# design 1

Fig. 1: design 1, pin map
Drawn at 6 px/um. Pins as bars across the die edge, other pins in grey.
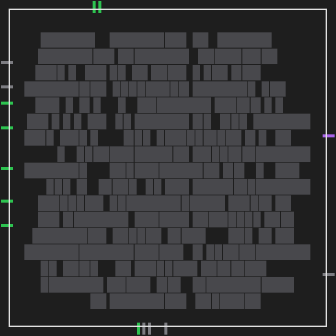

File: src/rtl/fifo_uart_pkg.sv
// Shared definitions for the FIFO-fed serial transmitter: FSM encoding and line levels.
package fifo_uart_pkg;

    localparam int STATE_W = 3;
    localparam logic LINE_IDLE = 1'b1;

    typedef enum logic [STATE_W-1:0] {
        ST_IDLE   = 3'd0,
        ST_START  = 3'd1,
        ST_DATA   = 3'd2,
        ST_PARITY = 3'd3,
        ST_STOP   = 3'd4
    } uart_state_e;

endpackage

File: src/rtl/baud_cnt.sv
// Modulo-CLK_DIV bit-period counter; tick marks the last cycle of each bit period.
module baud_cnt #(
    parameter int CLK_DIV = 16
) (
    input  logic clk,
    input  logic reset,
    input  logic clr,
    output logic tick
);

    localparam int CNT_W = (CLK_DIV > 1) ? $clog2(CLK_DIV) : 1;

    logic [CNT_W-1:0] cnt;

    assign tick = (cnt == CNT_W'(CLK_DIV - 1));

    always_ff @(posedge clk or negedge reset) begin
        if (!reset) begin
            cnt <= '0;
        end else if (clr || tick) begin
            cnt <= '0;
        end else begin
            cnt <= cnt + 1'b1;
        end
    end

endmodule

File: src/rtl/fifo_uart_tx.sv
// Pops words from a first-word-fall-through FIFO and sends each as an async serial frame,
// streaming frames back to back while the FIFO stays non-empty.
module fifo_uart_tx
    import fifo_uart_pkg::*;
#(
    parameter int DATA_W    = 8,
    parameter int CLK_DIV   = 16,
    parameter int PARITY_EN = 0,
    parameter int STOP_BITS = 1
) (
    input  logic              clk,
    input  logic              reset,
    input  logic              en,
    input  logic              fifo_val,
    input  logic [DATA_W-1:0] fifo_data,
    output logic              fifo_read,
    output logic              tx,
    output logic              busy
);

    localparam int BIT_W = $clog2(DATA_W + 1);

    uart_state_e       state;
    logic [DATA_W-1:0] shift_q;
    logic [DATA_W-1:0] shift_nxt;
    logic              parity_q;
    logic [BIT_W-1:0]  bit_cnt;
    logic              tick;
    logic              baud_clr;
    logic              last_stop;

    // The baud counter idles at zero so the start bit gets a full period; every other
    // state change happens on a tick, where the counter wraps to zero by itself.
    assign baud_clr  = (state == ST_IDLE);
    assign last_stop = (state == ST_STOP) && tick && (bit_cnt == BIT_W'(STOP_BITS - 1));
    assign fifo_read = reset && en && fifo_val && ((state == ST_IDLE) || last_stop);
    assign busy      = (state != ST_IDLE) || fifo_read;
    assign shift_nxt = shift_q >> 1;

    baud_cnt #(.CLK_DIV(CLK_DIV)) u_baud_cnt (
        .clk   (clk),
        .reset (reset),
        .clr   (baud_clr),
        .tick  (tick)
    );

    always_ff @(posedge clk or negedge reset) begin
        if (!reset) begin
            state    <= ST_IDLE;
            shift_q  <= '0;
            parity_q <= 1'b0;
            bit_cnt  <= '0;
            tx       <= LINE_IDLE;
        end else if (fifo_read) begin
            state    <= ST_START;
            shift_q  <= fifo_data;
            parity_q <= ^fifo_data;
            bit_cnt  <= '0;
            tx       <= ~LINE_IDLE;
        end else begin
            case (state)
                ST_START: begin
                    if (tick) begin
                        state <= ST_DATA;
                        tx    <= shift_q[0];
                    end
                end
                ST_DATA: begin
                    if (tick) begin
                        shift_q <= shift_nxt;
                        if (bit_cnt == BIT_W'(DATA_W - 1)) begin
                            bit_cnt <= '0;
                            if (PARITY_EN != 0) begin
                                state <= ST_PARITY;
                                tx    <= parity_q;
                            end else begin
                                state <= ST_STOP;
                                tx    <= LINE_IDLE;
                            end
                        end else begin
                            bit_cnt <= bit_cnt + 1'b1;
                            tx      <= shift_nxt[0];
                        end
                    end
                end
                ST_PARITY: begin
                    if (tick) begin
                        state <= ST_STOP;
                        tx    <= LINE_IDLE;
                    end
                end
                ST_STOP: begin
                    if (last_stop) begin
                        state   <= ST_IDLE;
                        bit_cnt <= '0;
                        tx      <= LINE_IDLE;
                    end else if (tick) begin
                        bit_cnt <= bit_cnt + 1'b1;
                    end
                end
                default: begin
                    state   <= ST_IDLE;
                    bit_cnt <= '0;
                    tx      <= LINE_IDLE;
                end
            endcase
        end
    end

endmodule

File: config.mk
export PLATFORM = sky130hd
export DESIGN_NAME = fifo_uart_tx
export DESIGN_NICKNAME = d
export VERILOG_FILES = /design/src/rtl/fifo_uart_pkg.sv /design/src/rtl/baud_cnt.sv /design/src/rtl/fifo_uart_tx.sv
export SDC_FILE = /design/constraint.sdc
export NUM_CORES = 1
export LEC_CHECK = 0
export ABC_AREA = 1
export ABC_CLOCK_PERIOD_IN_PS = 1400
export CAP_MARGIN = 20
export CORE_MARGIN = 2
export CORE_UTILIZATION = 48
export DETAILED_ROUTE_END_ITERATION = 8
export PLACE_DENSITY = 0.74
export SETUP_SLACK_MARGIN = 0.3
export SYNTH_ARGS = -nofsm -noshare
export SYNTH_HDL_FRONTEND = slang
export SYNTH_SLANG_ARGS = --single-unit
File: constraint.sdc
create_clock -name clk -period 1.4 [get_ports clk]
set_clock_uncertainty 0.05 [all_clocks]
set_input_delay 0.14 -clock clk [delete_from_list [all_inputs] [get_ports clk]]
set_output_delay 0.14 -clock clk [all_outputs]
set_load 0.01 [all_outputs]
# design 2

**src/rtl/cfg_bank_pkg.sv**
```systemverilog
// Shared types and constants for the configuration bank programmer.
package cfg_bank_pkg;

    localparam int unsigned DefaultAddrW = 6;

    typedef enum logic [2:0] {
        StIdle,
        StWaitBit,
        StSetup,
        StStrobe,
        StHold,
        StFin
    } state_e;

    // Clock cycles spent per configuration bit, counting the accept cycle.
    function automatic int unsigned bit_cycles(input int unsigned setup_cyc,
                                               input int unsigned strobe_cyc,
                                               input int unsigned hold_cyc);
        return 1 + setup_cyc + strobe_cyc + hold_cyc;
    endfunction

endpackage

```
**src/rtl/cfg_bank_phase_timer.sv**
```systemverilog
// Loadable down-counter shared by the setup, strobe and hold phases.
// tc is high whenever the count has reached zero.
module cfg_bank_phase_timer #(
    parameter int unsigned Width = 1
) (
    input  logic             clk,
    input  logic             rst_n,
    input  logic             load,
    input  logic [Width-1:0] load_val,
    output logic             tc
);

    logic [Width-1:0] count_q;

    // Load takes priority; otherwise count down and park at zero.
    always_ff @(posedge clk or negedge rst_n) begin
        if (!rst_n) begin
            count_q <= '0;
        end else if (load) begin
            count_q <= load_val;
        end else if (count_q != '0) begin
            count_q <= count_q - Width'(1);
        end
    end

    assign tc = (count_q == '0);

endmodule

```
**src/rtl/cfg_bank_programmer.sv**
```systemverilog
// Writer for a decoder-addressed routing-block configuration bank. Takes a start command with a
// base address and bit count, then turns each streamed bit into one timed enable strobe.
module cfg_bank_programmer
    import cfg_bank_pkg::*;
#(
    parameter int unsigned ADDR_W     = DefaultAddrW,
    parameter int unsigned SETUP_CYC  = 1,
    parameter int unsigned STROBE_CYC = 1,
    parameter int unsigned HOLD_CYC   = 1
) (
    input  logic              prog_clk,
    input  logic              prog_reset_n,
    input  logic              start,
    input  logic [ADDR_W-1:0] base_addr,
    input  logic [ADDR_W:0]   num_bits,
    input  logic              bit_valid,
    input  logic              bit_data,
    output logic              bit_ready,
    output logic              enable,
    output logic [ADDR_W-1:0] address,
    output logic              data_in,
    output logic              busy,
    output logic              done,
    output logic              err_overflow
);

    localparam int unsigned MaxSh  = (SETUP_CYC > HOLD_CYC) ? SETUP_CYC : HOLD_CYC;
    localparam int unsigned MaxCyc = (STROBE_CYC > MaxSh) ? STROBE_CYC : MaxSh;
    // The timer only ever holds phase length minus one.
    localparam int unsigned TimerW = (MaxCyc > 1) ? $clog2(MaxCyc) : 1;

    localparam logic [TimerW-1:0] SetupLd  = TimerW'((SETUP_CYC > 0) ? SETUP_CYC - 1 : 0);
    localparam logic [TimerW-1:0] StrobeLd = TimerW'((STROBE_CYC > 0) ? STROBE_CYC - 1 : 0);
    localparam logic [TimerW-1:0] HoldLd   = TimerW'((HOLD_CYC > 0) ? HOLD_CYC - 1 : 0);

    // 2^ADDR_W in the widened arithmetic used by the range check.
    localparam logic [ADDR_W+1:0] AddrSpace = {2'b01, {ADDR_W{1'b0}}};

    state_e            state_q;
    logic [ADDR_W:0]   remaining_q;
    logic [ADDR_W+1:0] range_end;
    logic              accept;
    logic              bit_end;
    logic              timer_load;
    logic [TimerW-1:0] timer_val;
    logic              timer_tc;

    assign range_end = {2'b00, base_addr} + {1'b0, num_bits};
    assign accept    = (state_q == StWaitBit) && bit_valid && bit_ready;
    // Last cycle of a bit: end of hold, or end of strobe when there is no hold phase.
    assign bit_end   = ((state_q == StStrobe) && timer_tc && (HOLD_CYC == 0)) ||
                       ((state_q == StHold) && timer_tc);

    // Arm the phase timer on every transition into a timed phase.
    always_comb begin
        timer_load = 1'b0;
        timer_val  = '0;
        if (accept) begin
            timer_load = 1'b1;
            timer_val  = (SETUP_CYC > 0) ? SetupLd : StrobeLd;
        end else if ((state_q == StSetup) && timer_tc) begin
            timer_load = 1'b1;
            timer_val  = StrobeLd;
        end else if ((state_q == StStrobe) && timer_tc) begin
            timer_load = 1'b1;
            timer_val  = HoldLd;
        end
    end

    cfg_bank_phase_timer #(
        .Width (TimerW)
    ) u_phase_timer (
        .clk      (prog_clk),
        .rst_n    (prog_reset_n),
        .load     (timer_load),
        .load_val (timer_val),
        .tc       (timer_tc)
    );

    // Command FSM; every bank-facing output is a register.
    always_ff @(posedge prog_clk or negedge prog_reset_n) begin
        if (!prog_reset_n) begin
            state_q      <= StIdle;
            remaining_q  <= '0;
            bit_ready    <= 1'b0;
            enable       <= 1'b0;
            address      <= '0;
            data_in      <= 1'b0;
            busy         <= 1'b0;
            done         <= 1'b0;
            err_overflow <= 1'b0;
        end else begin
            done <= 1'b0;
            case (state_q)
                StIdle: begin
                    if (start) begin
                        err_overflow <= 1'b0;
                        busy         <= 1'b1;
                        if (range_end > AddrSpace) begin
                            err_overflow <= 1'b1;
                            done         <= 1'b1;
                            state_q      <= StFin;
                        end else if (num_bits == '0) begin
                            done    <= 1'b1;
                            state_q <= StFin;
                        end else begin
                            address     <= base_addr;
                            remaining_q <= num_bits;
                            bit_ready   <= 1'b1;
                            state_q     <= StWaitBit;
                        end
                    end
                end
                StWaitBit: begin
                    if (accept) begin
                        data_in   <= bit_data;
                        bit_ready <= 1'b0;
                        if (SETUP_CYC > 0) begin
                            state_q <= StSetup;
                        end else begin
                            enable  <= 1'b1;
                            state_q <= StStrobe;
                        end
                    end
                end
                StSetup: begin
                    if (timer_tc) begin
                        enable  <= 1'b1;
                        state_q <= StStrobe;
                    end
                end
                StStrobe: begin
                    if (timer_tc) begin
                        enable <= 1'b0;
                        if (HOLD_CYC > 0) begin
                            state_q <= StHold;
                        end
                    end
                end
                StHold: begin
                    // Leaving hold is handled by the next-bit logic below.
                end
                StFin: begin
                    busy    <= 1'b0;
                    state_q <= StIdle;
                end
                default: begin
                    state_q <= StIdle;
                end
            endcase

            if (bit_end) begin
                if (remaining_q == (ADDR_W+1)'(1)) begin
                    remaining_q <= '0;
                    done        <= 1'b1;
                    state_q     <= StFin;
                end else begin
                    remaining_q <= remaining_q - (ADDR_W+1)'(1);
                    address     <= address + ADDR_W'(1);
                    bit_ready   <= 1'b1;
                    state_q     <= StWaitBit;
                end
            end
        end
    end

endmodule

```
**config.mk**
```make
export PLATFORM = sky130hd
export DESIGN_NAME = cfg_bank_programmer
export DESIGN_NICKNAME = d
export VERILOG_FILES = /design/src/rtl/cfg_bank_pkg.sv /design/src/rtl/cfg_bank_phase_timer.sv /design/src/rtl/cfg_bank_programmer.sv
export SDC_FILE = /design/constraint.sdc
export NUM_CORES = 1
export LEC_CHECK = 0
export CAP_MARGIN = 0
export CORE_MARGIN = 2
export CORE_UTILIZATION = 35
export CTS_BUF_LIST = sky130_fd_sc_hd__clkbuf_4 sky130_fd_sc_hd__clkbuf_8 sky130_fd_sc_hd__clkbuf_16
export DETAILED_ROUTE_END_ITERATION = 12
export RECOVER_POWER = 100
export SLEW_MARGIN = 0
export SYNTH_ARGS = -nofsm -noshare
export SYNTH_HDL_FRONTEND = slang
export SYNTH_SLANG_ARGS = --single-unit
```
**constraint.sdc**
```tcl
create_clock -name prog_clk -period 2.4 [get_ports prog_clk]
set_input_delay 0.36 -clock prog_clk [delete_from_list [all_inputs] [get_ports prog_clk]]
set_output_delay 0.36 -clock prog_clk [all_outputs]
set_load 0.1 [all_outputs]
```
Fig. 2: design 1, clock network drawn from the DEF
Drawn at 12 px/um.
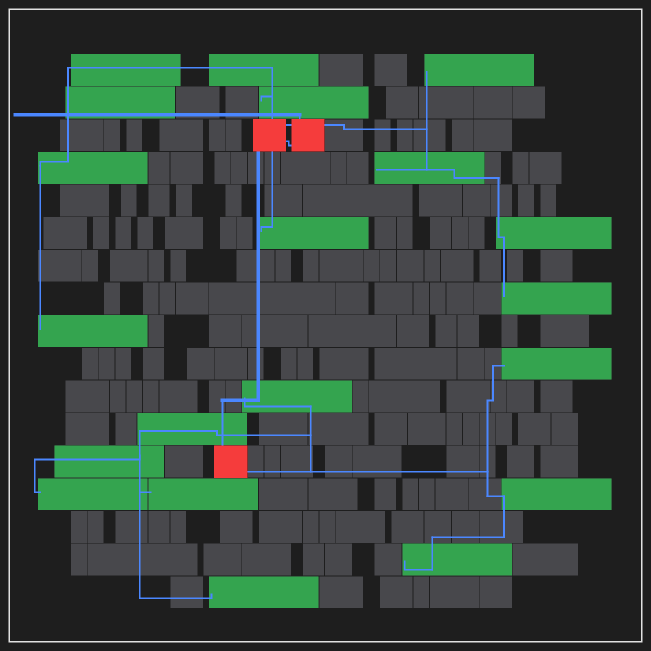
legend:
  clock-net drivers:
    colour: red
    count: 3
  flip-flops:
    colour: green
    count: 20
  clock wires:
    colour: blue
    length: 269 um
flops lie: spread over the die

About Fig. 1:
legend:
  `tx`:
    colour: purple
    pins: 1
    direction: output
    edge: right
  `fifo_data`:
    colour: green
    pins: 8
    direction: input
    edge: 5 left, 2 top, 1 bottom
all pins by edge: 7 left, 4 bottom, 2 top, 2 right

==> summary.txt, design 1 <==
Implementation results.

The run finished, with violations left. The checks that failed: setup timing. The cell type with the largest total area is sky130_fd_sc_hd__dfrtp_1. In this run, the synthesized area fraction spent on adder and majority cells is recorded as 3.311%. Traced cell by cell, the critical path runs through ha_4 -> nand3_4 -> buf_4 -> buf_8 -> nor2_2 -> nor2_2 -> nor2_2 -> nand2_2 -> nand2_1 -> nand2_1.

The classification of the worst-slack hold path is input port to async pin. The critical path capture point is state[1]. Per the synth stats, the flop cell with the highest instance count is sky130_fd_sc_hd__dfrtp_1.

The total setup violations reported at the end of the flow is 18. The clock distribution power is 0.351 mW. Ranking logic cells in the layout by count gives the top entries sky130_fd_sc_hd__nand2_1 (41), sky130_fd_sc_hd__buf_4 (25), sky130_fd_sc_hd__inv_1 (19), sky130_fd_sc_hd__dfrtp_1 (19), sky130_fd_sc_hd__nand3_1 (12). The share of flip-flops with an asynchronous set or reset is 100.0%. Setup repair after global routing could not meet its margin everywhere. The worst setup path is of the register to register kind. The non-clock buffer contribution to total cell area is 22.50%. The TritonCTS clock tree is done. The data required time reported for the critical path is 1.55 ns. Of the post-synthesis cell area, the dominant cell type holds 41.94%. After layout, the worst setup slack is -0.2659 ns.

STA shows the worst reg2reg path with a cell count of 10. Synthesis produced 153 cells. The power per cell area is ~550 mW/mm^2. The kind of end point of the critical path is a register. The post-synthesis chip area from yosys is 0.001134 mm^2.
design 1: sequential cells by signal, summed over array words and instances (netlist names):
name and flops:
state 3, tx 1, u_baud_cnt.cnt 4, bit_cnt 4, shift_q 8
design 1: stage by stage:
| step | cells | setup TNS (ns) |
|---|---|---|
| floorplan | 153 | 0 |
| global placement | 219 | -1.070 |
| detailed placement | 219 | -1.945 |
| CTS | 227 | -2.745 |
| global route | 230 | -4.497 |
| finish | 230 | -3.254 |
Fig. 3: design 2, placed cells, one colour a class
Drawn at 6 px/um. Fill, decap, tap and diode cells in grey.
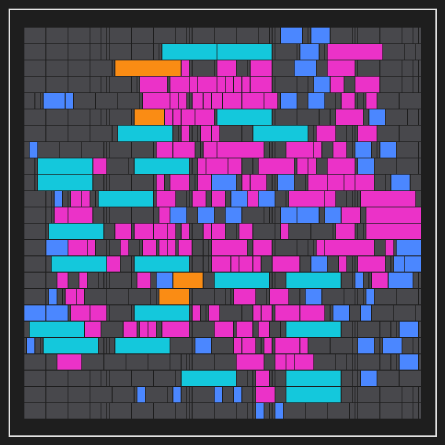
legend:
  registers:
    colour: cyan
    cells: 22
  clock drivers and dummy loads:
    colour: orange
    cells: 4
  remaining buffers and delay cells:
    colour: blue
    cells: 54
  remaining logic cells:
    colour: magenta
    cells: 142

Fig. 4: design 2, pin map
Drawn at 4 px/um. Pins as bars across the die edge, other pins in grey.
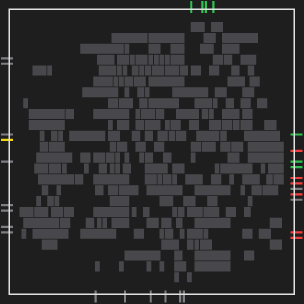
legend:
  `enable`:
    colour: yellow
    pins: 1
    direction: output
    edge: left
  `base_addr`:
    colour: red
    pins: 6
    direction: input
    edge: right
  `num_bits`:
    colour: green
    pins: 7
    direction: input
    edge: 4 top, 3 right

==> summary.txt, design 2 <==
Implementation results.

The number of gates given a new drive strength after cts is 24. The maximum clock skew at final layout is 0.008819 ns. The largest registers in the layout are remaining_q (7), address (6), state_q (3).

The detailed placer's ending HPWL is 3.133 mm. The worst-case reg-to-reg path depth is 6. The share of synthesized cell area in and, or, nand and nor gates is a little under a quarter. In the final routing, the length of wire on met1 measures 1.851 mm.

The largest net degree at the start of global routing is 23. The maximum vdd drop is 0.8490 mV. The run finished with clean final reports. In the final routed layout, each cell accounts on average for 15.14 um. The placeable core region is 0.004324 mm^2. The proportion of layout cells with a drive suffix above 1 is 26.13%. Counting flops with a built-in enable in the synthesized netlist gives 0. The share of flip-flops with an asynchronous set or reset is 100.0%.
-- design 2: critical path: stages --
cell and delay, ns:
sky130_fd_sc_hd__clkdlybuf4s15_2 0.23, sky130_fd_sc_hd__ha_4 0.25, sky130_fd_sc_hd__a21o_1 0.18, sky130_fd_sc_hd__and4_4 0.20, sky130_fd_sc_hd__o31a_1 0.29, sky130_fd_sc_hd__o2111a_2 0.30
sky130_fd_sc_hd__o21ai_4 0.24, sky130_fd_sc_hd__nor3_4 0.10, sky130_fd_sc_hd__a221o_1 0.34


==> screenshots <==
M2 wires.
Plate I
Drawn at 8 px/um.
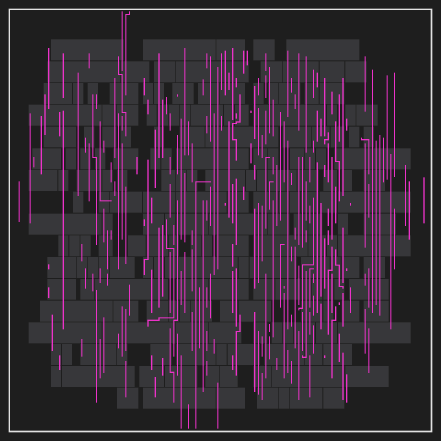
Plate II
Drawn at 6 px/um.
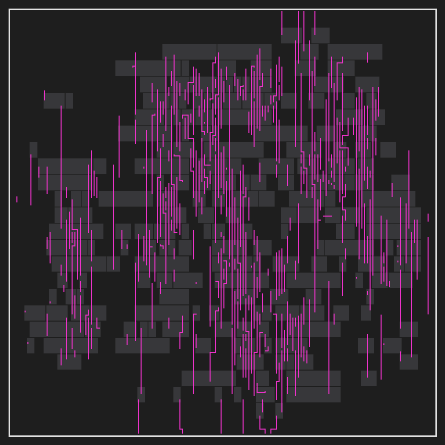
The one with the largest die is Plate II.
For design 1, see Plate I.
For design 2, see Plate II.

Key to Plate II:
wire length on this layer: 2010 um
main direction: vertical
nets with wire on the layer: 216
longest straight run: 31.3 um
share of all routed wire: 48%

Power and IR drop assume default switching activity.
